=== design 1 ===
Figure 1. M2 wires (design 1).
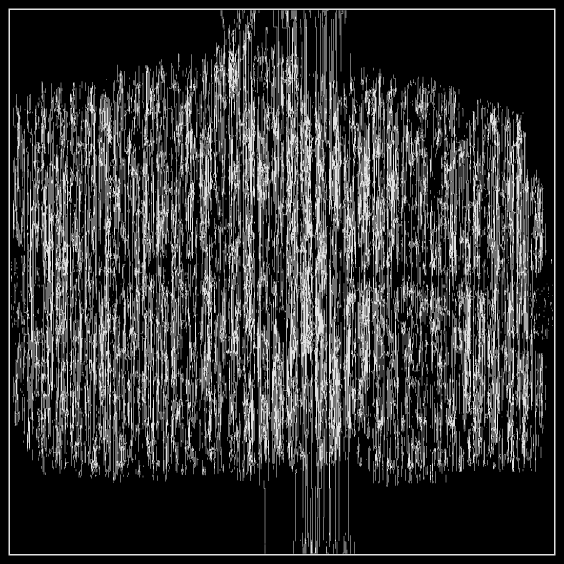
[src/rtl/regfile_sb.sv]
// regfile_sb: general-purpose register file with a per-register busy scoreboard.
//
// Sits between decode and writeback. Decode reads operands through two
// combinational read ports and reserves destination registers; writeback
// writes results, which releases the reservation. Decode stalls on rdN_busy.
//
// Parameters
//   DATA_W    register width
//   ADDR_W    address width, depth = 2**ADDR_W
//   ZERO_REG  1: register 0 reads 0, ignores writes, is never busy
//   BYPASS    1: same-cycle write forwards data to matching read ports and
//                masks their busy indication
//
// Ports
//   clk_i        clock, all state updates on rising edge
//   rst_n_i      synchronous active-low reset (clears data and busy bits)
//   rd1_addr_i   read port 1 address
//   rd1_data_o   read port 1 data, combinational
//   rd1_busy_o   read port 1 register has an outstanding reservation
//   rd2_addr_i   read port 2 address
//   rd2_data_o   read port 2 data, combinational
//   rd2_busy_o   read port 2 register has an outstanding reservation
//   we_i         write enable
//   wr_addr_i    write address
//   wr_data_i    write data
//   rsv_en_i     reserve a destination register
//   rsv_addr_i   register to reserve
//   busy_vec_o   registered busy bits, bit n = register n (no bypass)
module regfile_sb #(
  parameter int DATA_W   = 32,
  parameter int ADDR_W   = 5,
  parameter int ZERO_REG = 1,
  parameter int BYPASS   = 1
) (
  input  logic                 clk_i,
  input  logic                 rst_n_i,
  input  logic [ADDR_W-1:0]    rd1_addr_i,
  output logic [DATA_W-1:0]    rd1_data_o,
  output logic                 rd1_busy_o,
  input  logic [ADDR_W-1:0]    rd2_addr_i,
  output logic [DATA_W-1:0]    rd2_data_o,
  output logic                 rd2_busy_o,
  input  logic                 we_i,
  input  logic [ADDR_W-1:0]    wr_addr_i,
  input  logic [DATA_W-1:0]    wr_data_i,
  input  logic                 rsv_en_i,
  input  logic [ADDR_W-1:0]    rsv_addr_i,
  output logic [2**ADDR_W-1:0] busy_vec_o
);

  localparam int DEPTH = 2**ADDR_W;

  logic [DATA_W-1:0] regs [DEPTH];
  logic [DEPTH-1:0]  busy;
  logic [DEPTH-1:0]  busy_nxt;
  logic              wr_ok;
  logic              rsv_ok;

  assign wr_ok  = we_i     && !((ZERO_REG == 1) && (wr_addr_i  == '0));
  assign rsv_ok = rsv_en_i && !((ZERO_REG == 1) && (rsv_addr_i == '0));

  // Set is applied after clear so a new producer issued in the same cycle
  // as the old producer's writeback keeps the register busy.
  always_comb begin
    busy_nxt = busy;
    if (we_i)   busy_nxt[wr_addr_i]  = 1'b0;
    if (rsv_ok) busy_nxt[rsv_addr_i] = 1'b1;
  end

  always_ff @(posedge clk_i) begin
    if (!rst_n_i) begin
      for (int i = 0; i < DEPTH; i++) regs[i] <= '0;
      busy <= '0;
    end else begin
      if (wr_ok) regs[wr_addr_i] <= wr_data_i;
      busy <= busy_nxt;
    end
  end

  assign busy_vec_o = busy;

  // Zero-register override is applied last so it beats the bypass path.
  always_comb begin
    rd1_data_o = regs[rd1_addr_i];
    rd1_busy_o = busy[rd1_addr_i];
    if ((BYPASS == 1) && we_i && (wr_addr_i == rd1_addr_i)) begin
      rd1_data_o = wr_data_i;
      rd1_busy_o = 1'b0;
    end
    if ((ZERO_REG == 1) && (rd1_addr_i == '0)) begin
      rd1_data_o = '0;
      rd1_busy_o = 1'b0;
    end
  end

  always_comb begin
    rd2_data_o = regs[rd2_addr_i];
    rd2_busy_o = busy[rd2_addr_i];
    if ((BYPASS == 1) && we_i && (wr_addr_i == rd2_addr_i)) begin
      rd2_data_o = wr_data_i;
      rd2_busy_o = 1'b0;
    end
    if ((ZERO_REG == 1) && (rd2_addr_i == '0)) begin
      rd2_data_o = '0;
      rd2_busy_o = 1'b0;
    end
  end

endmodule

[config.mk]
export PLATFORM = sky130hd
export DESIGN_NAME = regfile_sb
export DESIGN_NICKNAME = d
export VERILOG_FILES = /design/src/rtl/regfile_sb.sv
export SDC_FILE = /design/constraint.sdc
export NUM_CORES = 2
export LEC_CHECK = 0
export ABC_AREA = 1
export CAP_MARGIN = 10
export CORE_UTILIZATION = 23
export DETAILED_ROUTE_END_ITERATION = 8
export GPL_ROUTABILITY_DRIVEN = 0
export PLACE_DENSITY = 0.35
export SLEW_MARGIN = 5
export SYNTH_ARGS = -nofsm -noshare
export SYNTH_HDL_FRONTEND = slang
export SYNTH_SLANG_ARGS = --single-unit
[constraint.sdc]
create_clock -name clk_i -period 6 [get_ports clk_i]
set_input_delay 1.8 -clock clk_i [delete_from_list [all_inputs] [get_ports clk_i]]
set_output_delay 1.8 -clock clk_i [all_outputs]
set_load 0.03 [all_outputs]
==> run notes <==
impl run done, here's what came out: status=finished, final reports clean, Synth area leader=edfxtp_1, max-slew violation count=0, CTS Buf Count=137, Crit path top cell by count=nand2_1, Setup Total Neg Slack=0 ps, DRC viols=0, M1 wire length=129,300 um, Net Sw Power=5869 uW, share of post-route cells with drive strength above 1=0.1011, slowest CP cell=a21oi_1, hold path start=busy_vec_o[11], TritonRoute pass-1 iters=6, P_int=between 10,000 and 15,000 uW, M3 GR Usage=0.02678, cts hold-fix bufs=0, Complex Gates by Area=0.1226, Syn Area/Cell=8.051 um^2, Fill cells=27,658, post_cts resized=0, Synth cell types=30, xor/xnor share=0, GRT overflow=0, FP Util=0.2314, top post-synthesis cells by count=1,544 x nand2_1, 1,377 x nor2_1, 1,024 x edfxtp_1
Notes on Figure 1 above:
share of all routed wire	47%
main direction	vertical
wire length on this layer	140 mm
nets with wire on the layer	5,379
longest straight run	225 um
Via Count: 54,009
final wirelength: 298,900 um
GR Layer Usage met2: 0.3671

[cell type report]
type | instances | area, um^2 | share of cell area
flip-flops and latches | 1056 | 31390 | 0.4388
multi-input cells | 5137 | 23360 | 0.3265
repair buffers | 491 | 5847 | 0.08173
well taps | 3402 | 4257 | 0.05950
clock buffers | 172 | 3655 | 0.05109
inverters | 647 | 2462 | 0.03442
clock inverters | 66 | 554.3 | 0.007748
diodes | 5 | 12.51 | 0.0001749
[flip-flops by register name (all words and copies together) (netlist names)]
name / cells
busy_vec_o: 32
regs: 1024

=== design 2 ===
Figure 2. The metal 4 layer (design 2).
The bar under the picture is 20 um long.
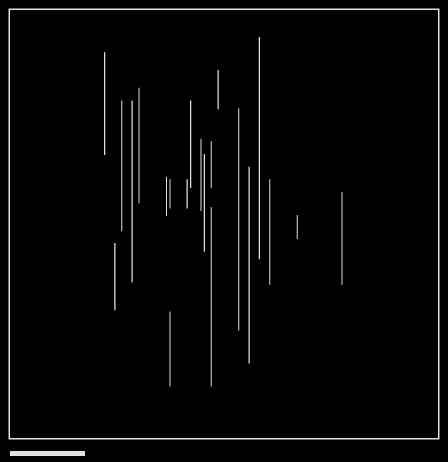
==> src/rtl/collision_detect.sv <==
// Per-frame dino/obstacle bounding-box test with a grace period and
// an N-consecutive-frame hit filter feeding a sticky collided flag.
module collision_detect #(
   parameter int DINO_W       = 20,
   parameter int DINO_H       = 22,
   parameter int OBS_W        = 12,
   parameter int OBS_H        = 24,
   parameter int HIT_FRAMES   = 2,
   parameter int GRACE_FRAMES = 4
) (
   input  logic       clk,
   input  logic       reset,
   input  logic       start,
   input  logic       frame_tick,
   input  logic [9:0] dino_x,
   input  logic [9:0] dino_y,
   input  logic [9:0] obs_x,
   input  logic [9:0] obs_y,
   input  logic       obs_valid,
   output logic       overlap,
   output logic       collided,
   output logic [1:0] det_state
);

   typedef enum logic [1:0] {
      IDLE  = 2'b00,
      GRACE = 2'b01,
      ARMED = 2'b10,
      HIT   = 2'b11
   } state_t;

   typedef struct packed {
      logic [9:0]  dx;
      logic [9:0]  dy;
      logic [9:0]  ox;
      logic [9:0]  oy;
      logic [10:0] dr;
      logic [10:0] db;
      logic [10:0] orr;
      logic [10:0] ob;
      logic        ov;
   } edges_t;

   localparam logic [3:0] GF = 4'(GRACE_FRAMES);
   localparam logic [2:0] HF = 3'(HIT_FRAMES);

   state_t     state, state_n;
   logic [3:0] grace_cnt, grace_n;
   logic [2:0] hit_cnt, hit_n;

   logic [9:0] h_dx, h_dy, h_ox, h_oy;
   logic       h_ov, p0, p1, p2;
   edges_t     s1;
   logic       hit_now;

   // Capture coordinates on a frame tick while the detector is active.
   always_ff @(posedge clk or negedge reset) begin
      if (!reset) begin
         h_dx <= '0;
         h_dy <= '0;
         h_ox <= '0;
         h_oy <= '0;
         h_ov <= 1'b0;
         p0   <= 1'b0;
      end else begin
         p0 <= start && frame_tick && (state != IDLE);
         if (start && frame_tick && (state != IDLE)) begin
            h_dx <= dino_x;
            h_dy <= dino_y;
            h_ox <= obs_x;
            h_oy <= obs_y;
            h_ov <= obs_valid;
         end
      end
   end

   // Stage 1: right/bottom edges as 11-bit sums so nothing wraps.
   always_ff @(posedge clk or negedge reset) begin
      if (!reset) begin
         s1 <= '0;
         p1 <= 1'b0;
      end else begin
         p1 <= start && p0;
         if (p0) begin
            s1.dx  <= h_dx;
            s1.dy  <= h_dy;
            s1.ox  <= h_ox;
            s1.oy  <= h_oy;
            s1.dr  <= {1'b0, h_dx} + 11'(DINO_W);
            s1.db  <= {1'b0, h_dy} + 11'(DINO_H);
            s1.orr <= {1'b0, h_ox} + 11'(OBS_W);
            s1.ob  <= {1'b0, h_oy} + 11'(OBS_H);
            s1.ov  <= h_ov;
         end
      end
   end

   assign hit_now = s1.ov
                 && ({1'b0, s1.dx} < s1.orr)
                 && ({1'b0, s1.ox} < s1.dr)
                 && ({1'b0, s1.dy} < s1.ob)
                 && ({1'b0, s1.oy} < s1.db);

   // Stage 2: strict-inequality overlap; touching edges do not count.
   always_ff @(posedge clk or negedge reset) begin
      if (!reset) begin
         overlap <= 1'b0;
         p2      <= 1'b0;
      end else if (!start) begin
         overlap <= 1'b0;
         p2      <= 1'b0;
      end else begin
         p2 <= p1;
         if (p1) overlap <= hit_now;
      end
   end

   // State and counter registers.
   always_ff @(posedge clk or negedge reset) begin
      if (!reset) begin
         state     <= IDLE;
         grace_cnt <= '0;
         hit_cnt   <= '0;
      end else begin
         state     <= state_n;
         grace_cnt <= grace_n;
         hit_cnt   <= hit_n;
      end
   end

   // Next state: grace countdown, consecutive-hit filter, sticky HIT.
   always_comb begin
      state_n = state;
      grace_n = grace_cnt;
      hit_n   = hit_cnt;
      if (!start) begin
         state_n = IDLE;
         grace_n = '0;
         hit_n   = '0;
      end else begin
         case (state)
            IDLE: begin
               grace_n = '0;
               hit_n   = '0;
               state_n = (GF == 4'd0) ? ARMED : GRACE;
            end
            GRACE: begin
               if (p2) begin
                  grace_n = grace_cnt + 4'd1;
                  if (grace_n == GF) state_n = ARMED;
               end
            end
            ARMED: begin
               if (p2) begin
                  if (overlap) begin
                     hit_n = hit_cnt + 3'd1;
                     if (hit_n == HF) state_n = HIT;
                  end else begin
                     hit_n = '0;
                  end
               end
            end
            default: begin
               state_n = HIT;
            end
         endcase
      end
   end

   assign collided  = (state == HIT);
   assign det_state = state;

endmodule

==> config.mk <==
export PLATFORM = sky130hd
export DESIGN_NAME = collision_detect
export DESIGN_NICKNAME = d
export VERILOG_FILES = /design/src/rtl/collision_detect.sv
export SDC_FILE = /design/constraint.sdc
export NUM_CORES = 1
export LEC_CHECK = 0
export ABC_CLOCK_PERIOD_IN_PS = 2500
export CORE_MARGIN = 4
export CORE_UTILIZATION = 56
export DETAILED_ROUTE_END_ITERATION = 6
export GPL_TIMING_DRIVEN = 0
export PLACE_DENSITY = 0.84
export SLEW_MARGIN = 20
export SYNTH_ARGS = -nofsm -noshare
export SYNTH_HDL_FRONTEND = slang
export SYNTH_SLANG_ARGS = --single-unit
==> constraint.sdc <==
create_clock -name clk -period 2.5 [get_ports clk]
set_input_delay 0.5 -clock clk [delete_from_list [all_inputs] [get_ports clk]]
set_output_delay 0.5 -clock clk [all_outputs]
set_load 0.1 [all_outputs]
==> run notes <==
impl run done, here's what came out: Hold EP=h_dy[0], GRT Util Overall=0.2529, most frequent logic cell in the layout=nand2_1, hold path start=h_dy[0], Worst EP arrival=a little under 2000 ps, area grow syn2layout=21.02%, CTS Buf Count=17, initial antenna violation count=0, clock sinks=131, routed vias/inst=5.700, status=finished, final reports clean, synth warn=0, top post-synthesis cells by count=142 x nand2_1, 131 x dfrtp_1, 53 x inv_1, Design Power=7051 uW, mi-comb count=423, Setup Skew=~6.0 ps
About Figure 2:
nets with wire on the layer	19
longest straight run	59.2 um
Via Count: 4,879
final wirelength: 15,400 um

-- tightest hold or removal path, stage by stage, from the launching register on --
cell     delay (ps)
dfrtp_1         340
nand2_1          50
nand2_1          60
-- report_power, final --
group          leakage, uW  total (uW)  switching, uW  internal (uW)
clock             0.000300        2630            952           1680
sequential         0.00163        2920            357           2560
combinational      0.00178        1510            810            695
-- repair_timing --
item	in CTS	in global routing
hold buffers	1	0
resized	3	1
cloned	0	0
setup endpoints to repair	1	1
hold endpoints to repair	31	0

=== design 3 ===
**src/rtl/ctrl_decode_queue.sv**
```systemverilog
// ctrl_decode_queue: registered RV32I control decode feeding a DEPTH-entry
// FIFO. Instruction words enter through a valid/ready handshake, are decoded
// combinationally on push, and leave through a second valid/ready handshake.
// The rv32i_types package carries the control-word type shared with the
// execute stage.

package rv32i_types;

    typedef enum logic [6:0] {
        op_lui   = 7'b0110111,
        op_auipc = 7'b0010111,
        op_jal   = 7'b1101111,
        op_jalr  = 7'b1100111,
        op_br    = 7'b1100011,
        op_load  = 7'b0000011,
        op_store = 7'b0100011,
        op_imm   = 7'b0010011,
        op_reg   = 7'b0110011,
        op_csr   = 7'b1110011
    } rv32i_opcode;

    typedef enum logic [2:0] {
        alu_add = 3'b000,
        alu_sll = 3'b001,
        alu_sra = 3'b010,
        alu_sub = 3'b011,
        alu_xor = 3'b100,
        alu_srl = 3'b101,
        alu_or  = 3'b110,
        alu_and = 3'b111
    } alu_ops;

    typedef enum logic [2:0] {
        beq  = 3'b000,
        bne  = 3'b001,
        blt  = 3'b100,
        bge  = 3'b101,
        bltu = 3'b110,
        bgeu = 3'b111
    } branch_funct3_t;

    typedef enum logic [1:0] {
        pcmux_pc_plus4 = 2'b00,
        pcmux_alu_out  = 2'b01,
        pcmux_alu_mod2 = 2'b10
    } pcmux_sel_t;

    typedef enum logic {
        cmpmux_rs2_out = 1'b0,
        cmpmux_i_imm   = 1'b1
    } cmpmux_sel_t;

    typedef enum logic {
        alumux1_rs1_out = 1'b0,
        alumux1_pc_out  = 1'b1
    } alumux1_sel_t;

    typedef enum logic [2:0] {
        alumux2_i_imm   = 3'b000,
        alumux2_u_imm   = 3'b001,
        alumux2_b_imm   = 3'b010,
        alumux2_s_imm   = 3'b011,
        alumux2_j_imm   = 3'b100,
        alumux2_rs2_out = 3'b101
    } alumux2_sel_t;

    typedef enum logic [3:0] {
        regfilemux_alu_out  = 4'b0000,
        regfilemux_br_en    = 4'b0001,
        regfilemux_u_imm    = 4'b0010,
        regfilemux_lw       = 4'b0011,
        regfilemux_pc_plus4 = 4'b0100,
        regfilemux_lb       = 4'b0101,
        regfilemux_lbu      = 4'b0110,
        regfilemux_lh       = 4'b0111,
        regfilemux_lhu      = 4'b1000
    } regfilemux_sel_t;

    typedef struct packed {
        rv32i_opcode     opcode;
        alu_ops          aluop;
        branch_funct3_t  cmpop;
        pcmux_sel_t      pcmux_sel;
        cmpmux_sel_t     cmpmux_sel;
        alumux1_sel_t    alumux1_sel;
        alumux2_sel_t    alumux2_sel;
        regfilemux_sel_t regfilemux_sel;
        logic            mem_read;
        logic            mem_write;
        logic            regfile_load;
        logic [3:0]      mem_byte_enable;
    } rv32i_control_word;

endpackage

module ctrl_decode_queue
    import rv32i_types::*;
#(
    parameter int unsigned DEPTH   = 4,
    parameter bit          EN_MEXT = 1'b1
) (
    input  logic                     clk,
    input  logic                     rst,
    input  logic                     flush,
    input  logic                     in_valid,
    output logic                     in_ready,
    input  logic [31:0]              in_instr,
    input  logic [31:0]              in_pc,
    output logic                     out_valid,
    input  logic                     out_ready,
    output rv32i_control_word        out_ctrl,
    output logic [31:0]              out_pc,
    output logic [4:0]               out_rd,
    output logic                     out_illegal,
    output logic                     out_muldiv,
    output logic [2:0]               out_muldiv_op,
    output logic [$clog2(DEPTH):0]   count
);

    localparam int unsigned PW = $clog2(DEPTH);

    typedef logic [PW-1:0] ptr_t;
    typedef logic [PW:0]   cnt_t;

    typedef struct packed {
        rv32i_control_word ctrl;
        logic [31:0]       pc;
        logic [4:0]        rd;
        logic              illegal;
        logic              muldiv;
        logic [2:0]        muldiv_op;
    } entry_t;

    localparam logic [6:0] F7_BASE = 7'b0000000;
    localparam logic [6:0] F7_ALT  = 7'b0100000;
    localparam logic [6:0] F7_MEXT = 7'b0000001;

    // ------------------------------------------------------------------
    // Decode
    // ------------------------------------------------------------------
    logic [6:0]        opcode;
    logic [2:0]        funct3;
    logic [6:0]        funct7;
    rv32i_control_word dec_ctrl;
    logic              dec_illegal;
    logic              dec_muldiv;
    entry_t            dec_entry;

    assign opcode = in_instr[6:0];
    assign funct3 = in_instr[14:12];
    assign funct7 = in_instr[31:25];

    // Combinational decode of the incoming word into a control word and flags
    always_comb begin
        dec_ctrl                 = '0;
        dec_ctrl.opcode          = rv32i_opcode'(opcode);
        dec_ctrl.aluop           = alu_ops'(funct3);
        dec_ctrl.cmpop           = branch_funct3_t'(funct3);
        dec_ctrl.pcmux_sel       = pcmux_pc_plus4;
        dec_ctrl.cmpmux_sel      = cmpmux_rs2_out;
        dec_ctrl.alumux1_sel     = alumux1_rs1_out;
        dec_ctrl.alumux2_sel     = alumux2_i_imm;
        dec_ctrl.regfilemux_sel  = regfilemux_alu_out;
        dec_ctrl.mem_read        = 1'b0;
        dec_ctrl.mem_write       = 1'b0;
        dec_ctrl.regfile_load    = 1'b0;
        dec_ctrl.mem_byte_enable = 4'b1111;
        dec_illegal              = 1'b0;
        dec_muldiv               = 1'b0;

        case (opcode)
            op_lui: begin
                dec_ctrl.regfilemux_sel = regfilemux_u_imm;
                dec_ctrl.regfile_load   = 1'b1;
            end
            op_auipc: begin
                dec_ctrl.alumux1_sel  = alumux1_pc_out;
                dec_ctrl.alumux2_sel  = alumux2_u_imm;
                dec_ctrl.aluop        = alu_add;
                dec_ctrl.regfile_load = 1'b1;
            end
            op_br: begin
                if (funct3 == 3'b010 || funct3 == 3'b011) begin
                    dec_illegal = 1'b1;
                end
                dec_ctrl.alumux1_sel = alumux1_pc_out;
                dec_ctrl.alumux2_sel = alumux2_b_imm;
                dec_ctrl.aluop       = alu_add;
                dec_ctrl.pcmux_sel   = pcmux_alu_out;
            end
            op_jal: begin
                dec_ctrl.alumux1_sel    = alumux1_pc_out;
                dec_ctrl.alumux2_sel    = alumux2_j_imm;
                dec_ctrl.aluop          = alu_add;
                dec_ctrl.pcmux_sel      = pcmux_alu_out;
                dec_ctrl.regfilemux_sel = regfilemux_pc_plus4;
                dec_ctrl.regfile_load   = 1'b1;
            end
            op_jalr: begin
                if (funct3 != 3'b000) begin
                    dec_illegal = 1'b1;
                end
                dec_ctrl.alumux1_sel    = alumux1_rs1_out;
                dec_ctrl.alumux2_sel    = alumux2_i_imm;
                dec_ctrl.aluop          = alu_add;
                dec_ctrl.pcmux_sel      = pcmux_alu_mod2;
                dec_ctrl.regfilemux_sel = regfilemux_pc_plus4;
                dec_ctrl.regfile_load   = 1'b1;
            end
            op_load: begin
                dec_ctrl.alumux2_sel  = alumux2_i_imm;
                dec_ctrl.aluop        = alu_add;
                dec_ctrl.mem_read     = 1'b1;
                dec_ctrl.regfile_load = 1'b1;
                case (funct3)
                    3'b000:  dec_ctrl.regfilemux_sel = regfilemux_lb;
                    3'b001:  dec_ctrl.regfilemux_sel = regfilemux_lh;
                    3'b010:  dec_ctrl.regfilemux_sel = regfilemux_lw;
                    3'b100:  dec_ctrl.regfilemux_sel = regfilemux_lbu;
                    3'b101:  dec_ctrl.regfilemux_sel = regfilemux_lhu;
                    default: dec_illegal = 1'b1;
                endcase
            end
            op_store: begin
                dec_ctrl.alumux2_sel = alumux2_s_imm;
                dec_ctrl.aluop       = alu_add;
                dec_ctrl.mem_write   = 1'b1;
                case (funct3)
                    3'b000:  dec_ctrl.mem_byte_enable = 4'b0001;
                    3'b001:  dec_ctrl.mem_byte_enable = 4'b0011;
                    3'b010:  dec_ctrl.mem_byte_enable = 4'b1111;
                    default: dec_illegal = 1'b1;
                endcase
            end
            op_imm: begin
                dec_ctrl.regfile_load = 1'b1;
                case (funct3)
                    3'b010: begin
                        dec_ctrl.cmpop          = blt;
                        dec_ctrl.regfilemux_sel = regfilemux_br_en;
                        dec_ctrl.cmpmux_sel     = cmpmux_i_imm;
                    end
                    3'b011: begin
                        dec_ctrl.cmpop          = bltu;
                        dec_ctrl.regfilemux_sel = regfilemux_br_en;
                        dec_ctrl.cmpmux_sel     = cmpmux_i_imm;
                    end
                    3'b001: begin
                        if (funct7 != F7_BASE) begin
                            dec_illegal = 1'b1;
                        end
                    end
                    3'b101: begin
                        if (funct7 == F7_BASE) begin
                            dec_ctrl.aluop = alu_srl;
                        end else if (funct7 == F7_ALT) begin
                            dec_ctrl.aluop = alu_sra;
                        end else begin
                            dec_illegal = 1'b1;
                        end
                    end
                    default: ;
                endcase
            end
            op_reg: begin
                dec_ctrl.alumux2_sel  = alumux2_rs2_out;
                dec_ctrl.regfile_load = 1'b1;
                if (funct7 == F7_BASE) begin
                    case (funct3)
                        3'b010: begin
                            dec_ctrl.cmpop          = blt;
                            dec_ctrl.regfilemux_sel = regfilemux_br_en;
                        end
                        3'b011: begin
                            dec_ctrl.cmpop          = bltu;
                            dec_ctrl.regfilemux_sel = regfilemux_br_en;
                        end
                        3'b101:  dec_ctrl.aluop = alu_srl;
                        default: ;
                    endcase
                end else if (funct7 == F7_ALT) begin
                    case (funct3)
                        3'b000:  dec_ctrl.aluop = alu_sub;
                        3'b101:  dec_ctrl.aluop = alu_sra;
                        default: dec_illegal = 1'b1;
                    endcase
                end else if (funct7 == F7_MEXT && EN_MEXT) begin
                    dec_muldiv              = 1'b1;
                    dec_ctrl.alumux1_sel    = alumux1_rs1_out;
                    dec_ctrl.regfilemux_sel = regfilemux_alu_out;
                end else begin
                    dec_illegal = 1'b1;
                end
            end
            default: dec_illegal = 1'b1;
        endcase

        // An illegal word keeps only its opcode so the trap path can report it
        if (dec_illegal) begin
            dec_ctrl        = '0;
            dec_ctrl.opcode = rv32i_opcode'(opcode);
            dec_muldiv      = 1'b0;
        end
    end

    // Pack the decoded fields into one FIFO entry
    always_comb begin
        dec_entry           = '0;
        dec_entry.ctrl      = dec_ctrl;
        dec_entry.pc        = in_pc;
        dec_entry.rd        = in_instr[11:7];
        dec_entry.illegal   = dec_illegal;
        dec_entry.muldiv    = dec_muldiv;
        dec_entry.muldiv_op = dec_muldiv ? funct3 : 3'b000;
    end

    // ------------------------------------------------------------------
    // FIFO
    // ------------------------------------------------------------------
    entry_t mem_q [DEPTH];
    ptr_t   wr_ptr_q, wr_ptr_d;
    ptr_t   rd_ptr_q, rd_ptr_d;
    cnt_t   count_q, count_d;
    logic   push;
    logic   pop;
    entry_t head;

    assign in_ready  = (count_q != cnt_t'(DEPTH));
    assign out_valid = (count_q != '0);
    assign push      = in_valid && in_ready;
    assign pop       = out_valid && out_ready;
    assign count     = count_q;

    // Next-state pointers and occupancy; flush discards any push/pop this cycle
    always_comb begin
        wr_ptr_d = wr_ptr_q;
        rd_ptr_d = rd_ptr_q;
        count_d  = count_q;
        if (flush) begin
            wr_ptr_d = '0;
            rd_ptr_d = '0;
            count_d  = '0;
        end else begin
            if (push) begin
                wr_ptr_d = wr_ptr_q + ptr_t'(1);
            end
            if (pop) begin
                rd_ptr_d = rd_ptr_q + ptr_t'(1);
            end
            if (push && !pop) begin
                count_d = count_q + cnt_t'(1);
            end else if (pop && !push) begin
                count_d = count_q - cnt_t'(1);
            end
        end
    end

    // Pointer and occupancy registers with synchronous reset
    always_ff @(posedge clk) begin
        if (rst) begin
            wr_ptr_q <= '0;
            rd_ptr_q <= '0;
            count_q  <= '0;
        end else begin
            wr_ptr_q <= wr_ptr_d;
            rd_ptr_q <= rd_ptr_d;
            count_q  <= count_d;
        end
    end

    // Entry storage; contents need no reset because empty outputs are gated
    always_ff @(posedge clk) begin
        if (!rst && !flush && push) begin
            mem_q[wr_ptr_q] <= dec_entry;
        end
    end

    assign head = mem_q[rd_ptr_q];

    // Head presentation, forced to zero whenever the queue is empty
    always_comb begin
        out_ctrl      = '0;
        out_pc        = '0;
        out_rd        = '0;
        out_illegal   = 1'b0;
        out_muldiv    = 1'b0;
        out_muldiv_op = '0;
        if (out_valid) begin
            out_ctrl      = head.ctrl;
            out_pc        = head.pc;
            out_rd        = head.rd;
            out_illegal   = head.illegal;
            out_muldiv    = head.muldiv;
            out_muldiv_op = head.muldiv_op;
        end
    end

endmodule

```
**config.mk**
```make
export PLATFORM = sky130hd
export DESIGN_NAME = ctrl_decode_queue
export DESIGN_NICKNAME = d
export VERILOG_FILES = /design/src/rtl/ctrl_decode_queue.sv
export SDC_FILE = /design/constraint.sdc
export NUM_CORES = 1
export LEC_CHECK = 0
export CAP_MARGIN = 15
export CELL_PAD_IN_SITES_DETAIL_PLACEMENT = 1
export CELL_PAD_IN_SITES_GLOBAL_PLACEMENT = 2
export CORE_UTILIZATION = 42
export CTS_CLUSTER_SIZE = 30
export DETAILED_ROUTE_END_ITERATION = 16
export PLACE_DENSITY_LB_ADDON = 0.1
export SETUP_SLACK_MARGIN = 0.4
export SLEW_MARGIN = 20
export SYNTH_ARGS = -nofsm -noshare
export SYNTH_HDL_FRONTEND = slang
export SYNTH_SLANG_ARGS = --single-unit
```
**constraint.sdc**
```tcl
create_clock -name clk -period 3.9 [get_ports clk]
set_input_delay 1.17 -clock clk [delete_from_list [all_inputs] [get_ports clk]]
set_output_delay 1.17 -clock clk [all_outputs]
set_load 0.005 [all_outputs]
```
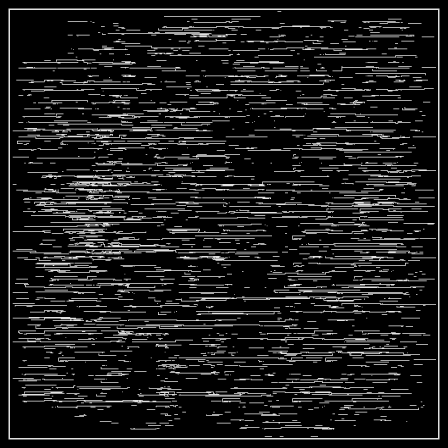
Figure 3: design 3, the metal 1 layer.
nets with wire on the layer	816
wire length on this layer	12,000 um
share of all routed wire	43%
longest straight run	45.1 um
main direction	horizontal
Via Count: 6,532
final wirelength: 27,980 um
met1 usage: 0.2477

==> run notes <==
impl run done, here's what came out: # setup viols final=0, Initial DRC Count=approximately 370, Crit path depth=4, M3 GR Usage=0.03290, Post-synth EDFFs=288, Worst Hold Class=reg -> reg, cycle use final=0.8940, io pins=about 150, die area=0.02951 mm^2, Design Power=7330 uW, GR peak layer=met2, Fill cells=2,581, WP data required=between 2000 and 3000 ps, Gate Area=between 0.003 and 0.004 mm^2, reg2reg start=count[0], Cell Pwr Density=between 400 and 500 mW/mm^2, Complex Gates by Area=0.02573, fin util=0.5588, FF+latch area=0.008836 mm^2, status=finished, final reports clean
==> power by group <==
| group | internal (uW) | leakage, uW | switching (uW) | total, uW |
|---|---|---|---|---|
| clock | 1750 | 0.000499 | 1200 | 2940 |
| combinational | 478 | 0.00234 | 365 | 843 |
| sequential | 3530 | 0.00284 | 17.8 | 3550 |
| total | 5750 | 0.00568 | 1580 | 7330 |
==> cell type report <==
type                    instances  share of cell area
repair buffers                194              0.1410
clock inverters                17            0.009647
multi-input cells             284              0.1982
clock buffers                  43             0.05637
well taps                     378             0.03014
flip-flops and latches        297              0.5630
inverters                       7            0.001674

=== design 4 ===
<file path="src/rtl/doraemon_pkg.sv">
// Shared definitions for the doraemon_select slice (clk2 domain).
//   record_t : one stored/incoming Doraemon {id, size, iq, eq}
//   weight_t : per-record attribute weights applied to the stored doors
//   state_t  : selection controller states
// Optional build macro used by the slice: DORAEMON_PARALLEL_EN.
package doraemon_pkg;

  localparam int unsigned DOORS   = 5;
  localparam int unsigned SCORE_W = 13;
  localparam int unsigned DOOR_W  = 3;
  localparam int unsigned ID_W    = 5;
  localparam int unsigned ATTR_W  = 8;
  localparam int unsigned WGT_W   = 3;
  localparam int unsigned PROD_W  = ATTR_W + WGT_W;

  localparam logic [DOOR_W-1:0] DOORS_CNT = DOOR_W'(DOORS);
  localparam logic [DOOR_W-1:0] LAST_DOOR = DOOR_W'(DOORS - 1);

  typedef struct packed {
    logic [ID_W-1:0]   id;
    logic [ATTR_W-1:0] size;
    logic [ATTR_W-1:0] iq;
    logic [ATTR_W-1:0] eq;
  } record_t;

  typedef struct packed {
    logic [WGT_W-1:0] size_w;
    logic [WGT_W-1:0] iq_w;
    logic [WGT_W-1:0] eq_w;
  } weight_t;

  typedef enum logic [1:0] {
    ST_IDLE,
    ST_CALC,
    ST_OUT
  } state_t;

endpackage

</file>
<file path="src/rtl/doraemon_score.sv">
// Purely combinational weighted score of one stored door.
//   rec   : stored door record (attributes used, id ignored)
//   w     : weights of the incoming record
//   score : size_w*size + iq_w*iq + eq_w*eq, unsigned, cannot overflow
module doraemon_score
  import doraemon_pkg::*;
(
  input  record_t              rec,
  input  weight_t              w,
  output logic [SCORE_W-1:0]   score
);

  logic [PROD_W-1:0] p_size;
  logic [PROD_W-1:0] p_iq;
  logic [PROD_W-1:0] p_eq;
  logic [ID_W-1:0]   unused_id;

  always_comb begin
    p_size    = PROD_W'(w.size_w) * PROD_W'(rec.size);
    p_iq      = PROD_W'(w.iq_w)   * PROD_W'(rec.iq);
    p_eq      = PROD_W'(w.eq_w)   * PROD_W'(rec.eq);
    score     = SCORE_W'(p_size) + SCORE_W'(p_iq) + SCORE_W'(p_eq);
    unused_id = rec.id;
  end

endmodule

</file>
<file path="src/rtl/doraemon_select.sv">
// Weighted-preference selection core (clk2 domain).
// Keeps five doors; the first five records after reset fill them. Each later
// record scores every door with its own weights, emits {door, id} of the best
// door (ties -> lowest index), then replaces that door with itself.
// Ports:
//   clk2, rst_n (async, active-low)
//   in_valid/in_ready, doraemon_id, size, iq_score, eq_score,
//   size_weight, iq_weight, eq_weight : upstream record + weights
//   out_valid/out_ready, out[7:0] = {door[2:0], id[4:0]} : result
// Build macro DORAEMON_PARALLEL_EN: score all doors in one CALC cycle
// (five scorers + compare chain) instead of one door per cycle.
module doraemon_select
  import doraemon_pkg::*;
(
  input  logic        clk2,
  input  logic        rst_n,
  input  logic        in_valid,
  output logic        in_ready,
  input  logic [4:0]  doraemon_id,
  input  logic [7:0]  size,
  input  logic [7:0]  iq_score,
  input  logic [7:0]  eq_score,
  input  logic [2:0]  size_weight,
  input  logic [2:0]  iq_weight,
  input  logic [2:0]  eq_weight,
  output logic        out_valid,
  input  logic        out_ready,
  output logic [7:0]  out
);

  state_t            state_q, state_d;
  logic [DOOR_W-1:0] fill_cnt_q, fill_cnt_d;
  logic [DOOR_W-1:0] best_q, best_d;
  record_t           door_q [DOORS];
  record_t           door_d [DOORS];
  record_t           inc_rec_q, inc_rec_d;
  weight_t           inc_w_q, inc_w_d;
  record_t           in_rec;
  weight_t           in_w;

  always_comb begin
    in_rec = '{id: doraemon_id, size: size, iq: iq_score, eq: eq_score};
    in_w   = '{size_w: size_weight, iq_w: iq_weight, eq_w: eq_weight};
  end

`ifdef DORAEMON_PARALLEL_EN
  logic [SCORE_W-1:0] score_par [DOORS];
  logic [SCORE_W-1:0] best_par_score;
  logic [DOOR_W-1:0]  best_par;

  for (genvar g = 0; g < DOORS; g++) begin : g_score
    doraemon_score u_score (
      .rec   (door_q[g]),
      .w     (inc_w_q),
      .score (score_par[g])
    );
  end

  // Ascending scan with strict '>' keeps the lowest index on ties.
  always_comb begin
    best_par       = '0;
    best_par_score = score_par[0];
    for (int unsigned i = 1; i < DOORS; i++) begin
      if (score_par[i] > best_par_score) begin
        best_par_score = score_par[i];
        best_par       = DOOR_W'(i);
      end
    end
  end
`else
  logic [DOOR_W-1:0]  idx_q, idx_d;
  logic [SCORE_W-1:0] best_score_q, best_score_d;
  logic [SCORE_W-1:0] score_seq;

  doraemon_score u_score (
    .rec   (door_q[idx_q]),
    .w     (inc_w_q),
    .score (score_seq)
  );
`endif

  always_comb begin
    state_d    = state_q;
    fill_cnt_d = fill_cnt_q;
    best_d     = best_q;
    door_d     = door_q;
    inc_rec_d  = inc_rec_q;
    inc_w_d    = inc_w_q;
`ifndef DORAEMON_PARALLEL_EN
    idx_d        = idx_q;
    best_score_d = best_score_q;
`endif
    case (state_q)
      ST_IDLE: begin
        if (in_valid) begin
          inc_rec_d = in_rec;
          inc_w_d   = in_w;
          if (fill_cnt_q < DOORS_CNT) begin
            door_d[fill_cnt_q] = in_rec;
            fill_cnt_d         = fill_cnt_q + 1'b1;
          end else begin
            state_d = ST_CALC;
          end
        end
      end
      ST_CALC: begin
`ifdef DORAEMON_PARALLEL_EN
        best_d  = best_par;
        state_d = ST_OUT;
`else
        // Door 0 seeds best unconditionally; later doors need a strictly
        // greater score, so ties stay with the lower index.
        if ((idx_q == '0) || (score_seq > best_score_q)) begin
          best_d       = idx_q;
          best_score_d = score_seq;
        end
        if (idx_q == LAST_DOOR) begin
          idx_d   = '0;
          state_d = ST_OUT;
        end else begin
          idx_d = idx_q + 1'b1;
        end
`endif
      end
      ST_OUT: begin
        if (out_ready) begin
          door_d[best_q] = inc_rec_q;
          state_d        = ST_IDLE;
        end
      end
      default: state_d = ST_IDLE;
    endcase
  end

  always_ff @(posedge clk2 or negedge rst_n) begin
    if (!rst_n) begin
      state_q    <= ST_IDLE;
      fill_cnt_q <= '0;
      best_q     <= '0;
      inc_rec_q  <= '0;
      inc_w_q    <= '0;
      for (int unsigned i = 0; i < DOORS; i++) begin
        door_q[i] <= '0;
      end
`ifndef DORAEMON_PARALLEL_EN
      idx_q        <= '0;
      best_score_q <= '0;
`endif
    end else begin
      state_q    <= state_d;
      fill_cnt_q <= fill_cnt_d;
      best_q     <= best_d;
      inc_rec_q  <= inc_rec_d;
      inc_w_q    <= inc_w_d;
      for (int unsigned i = 0; i < DOORS; i++) begin
        door_q[i] <= door_d[i];
      end
`ifndef DORAEMON_PARALLEL_EN
      idx_q        <= idx_d;
      best_score_q <= best_score_d;
`endif
    end
  end

  // Doors do not change outside a handshake, so the result is stable in OUT.
  always_comb begin
    in_ready  = (state_q == ST_IDLE);
    out_valid = (state_q == ST_OUT);
    out       = out_valid ? {best_q, door_q[best_q].id} : '0;
  end

endmodule

</file>
<file path="config.mk">
export PLATFORM = sky130hd
export DESIGN_NAME = doraemon_select
export DESIGN_NICKNAME = d
export VERILOG_FILES = /design/src/rtl/doraemon_pkg.sv /design/src/rtl/doraemon_score.sv /design/src/rtl/doraemon_select.sv
export SDC_FILE = /design/constraint.sdc
export NUM_CORES = 1
export LEC_CHECK = 0
export CORE_MARGIN = 8
export CORE_UTILIZATION = 60
export DETAILED_ROUTE_END_ITERATION = 12
export DONT_BUFFER_PORTS = 1
export GPL_TIMING_DRIVEN = 1
export HOLD_SLACK_MARGIN = 0.02
export PLACE_DENSITY = 0.76
export REMOVE_ABC_BUFFERS = 1
export SETUP_SLACK_MARGIN = 0.2
export SLEW_MARGIN = 20
export SYNTH_ARGS = -nofsm -noshare
export SYNTH_HDL_FRONTEND = slang
export SYNTH_SLANG_ARGS = --single-unit
</file>
<file path="constraint.sdc">
create_clock -name clk2 -period 20 [get_ports clk2]
set_input_delay 3 -clock clk2 [delete_from_list [all_inputs] [get_ports clk2]]
set_output_delay 3 -clock clk2 [all_outputs]
set_load 0.01 [all_outputs]
</file>
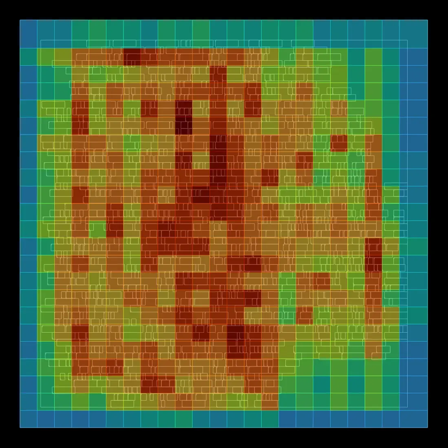
Figure 4: design 4, track usage over the die.
GRT Util Overall: 0.2590
M3 GR Usage: 0.04814

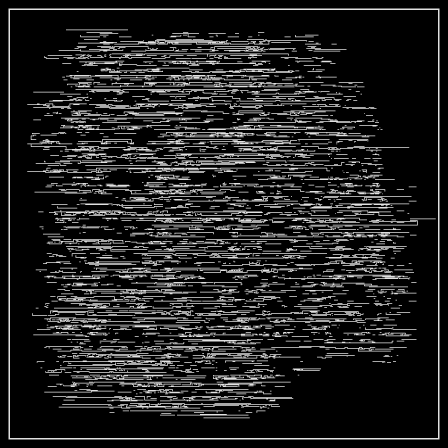
Figure 5: design 4, the metal 1 layer.
wire length on this layer	13,700 um
share of all routed wire	41%
nets with wire on the layer	1,303
main direction	horizontal
met1 usage: 0.3344
final wirelength: 33,690 um
Via Count: 9,826

==> run notes <==
impl run done, here's what came out: vias in the first global route=10,233, top post-synthesis cells by count=240 x nand2_1, 207 x dfrtp_1, 118 x o22a_1, clock sinks=207, Non-clk invs=~73, top flop regs=door_q: 145 flops, inc_rec_q: 29 flops, best_score_q: 13 flops, CTS Buf Count=24, most frequent logic cell in the layout=nand2_1, fin util=0.6429, Worst EP arrival=just over 9000 ps, mi-comb count=931, status=finished, final reports clean, Buf/Inv on CP=2, Well-Tap Cells=280, Initial DRC Count=806, GR Layer Usage met2=0.4344, Synth Instances=1,300, Finished Layout Cells=around 1,500, Seq area share=0.3739, cts hold-fix bufs=0, simple-gate share of the synthesized area=0.1200
## power by group
group          internal [uW]  switching (uW)  leakage, uW  total (uW)
clock                    250             173     0.000368         423
sequential               607             145      0.00270         752
combinational            740             919      0.00276        1660
## path summary, 6_finish.rpt
kind                                         end  slack, ps  cells past startpoint
min in group asynchronous       best_score_q[10]       2190                      0
max in group asynchronous             inc_w_q[4]      17210                      0
worst min-delay path                  door_q[81]        480                      2
worst min register to register        door_q[81]        480                      2
worst max-delay path             best_score_q[3]      11240                     29
worst max register to register   best_score_q[3]      11240                     29


## Gallery

M2 wires.
shot_01.png
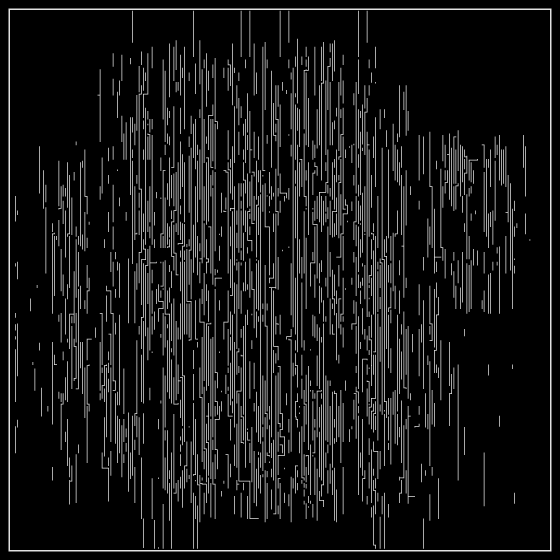
shot_02.png
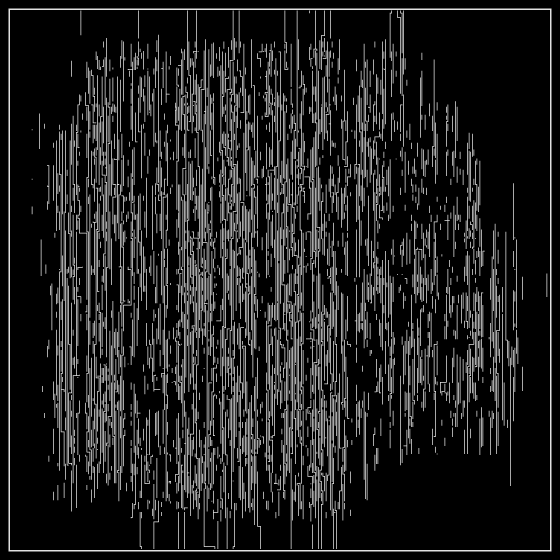
shot_03.png
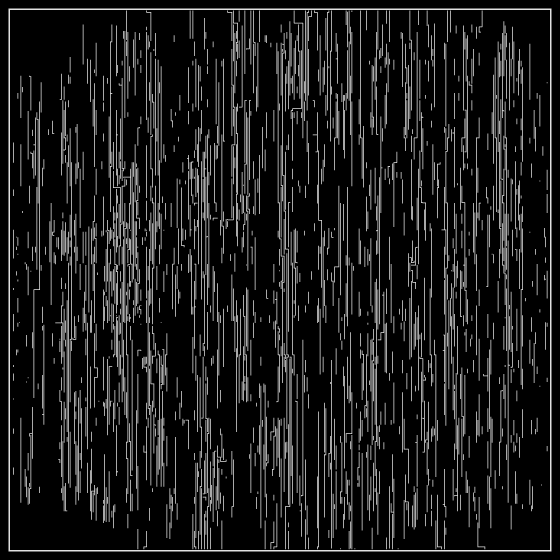
shot_03.png comes from design 3.
shot_02.png comes from design 4.
shot_01.png comes from design 2.

Key to shot_03.png:
nets with wire on the layer	827
share of all routed wire	51%
main direction	vertical


==> screenshots <==
The metal 3 layer.
image #1
The bar under the picture is 20 um long. Cells faint in the background.
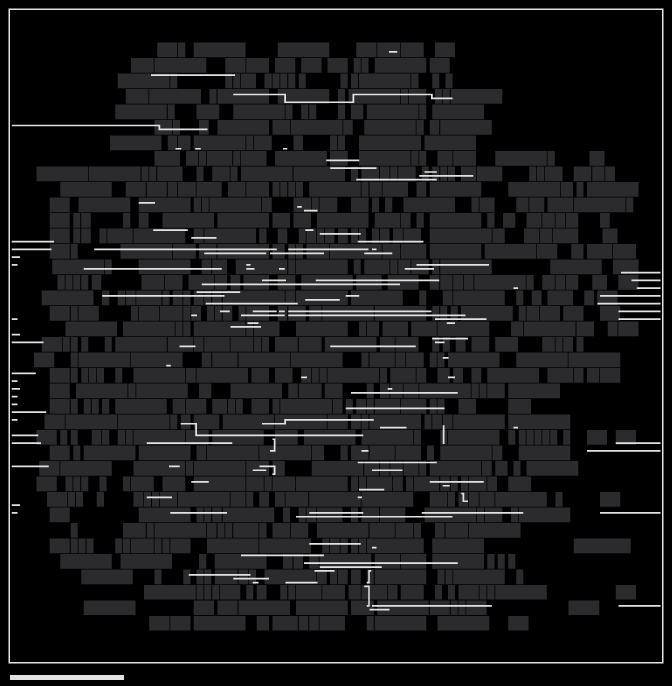
image #2
The bar under the picture is 50 um long. Cells faint in the background.
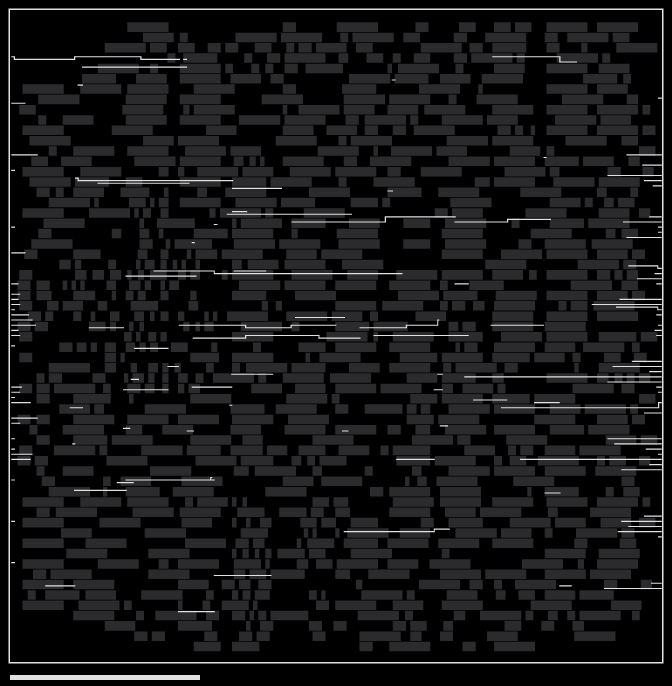
image #3
The bar under the picture is 200 um long. Cells faint in the background.
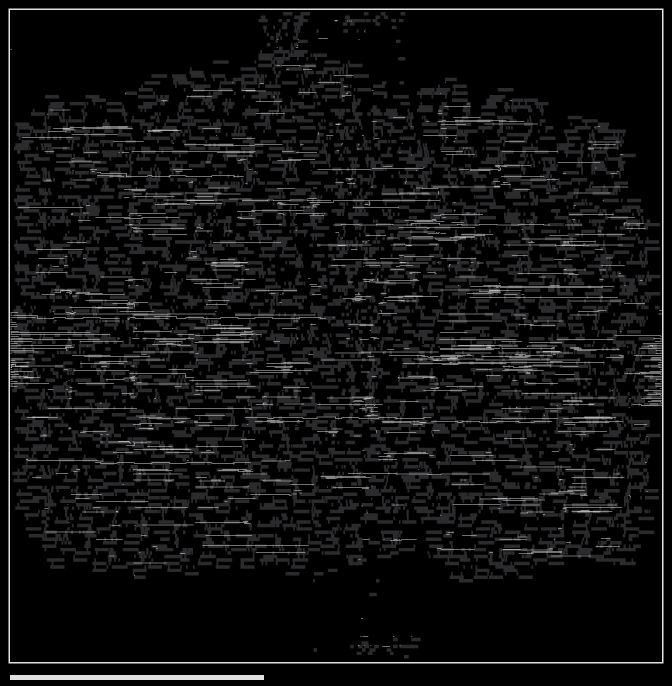
image #4
The bar under the picture is 50 um long. Cells faint in the background.
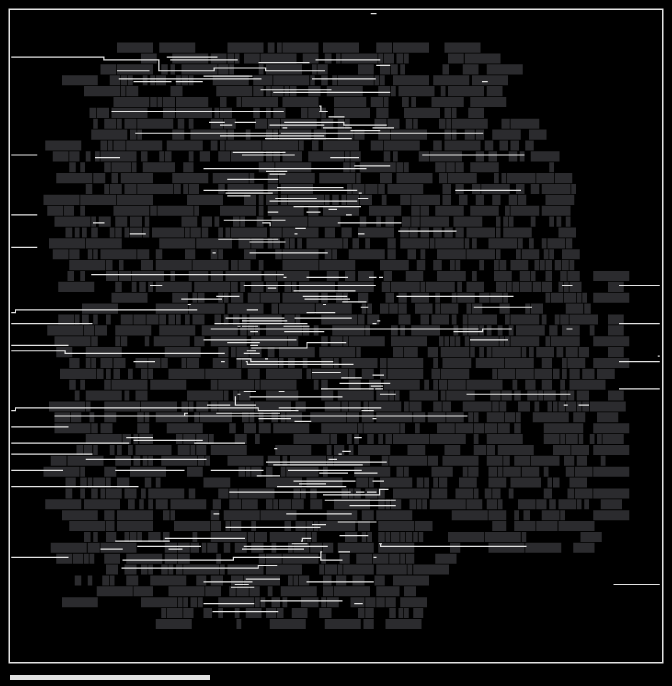
Image #2 comes from design 3.
Image #3 comes from design 1.
Image #4 comes from design 4.
Image #1 comes from design 2.

Power and IR drop assume default switching activity.
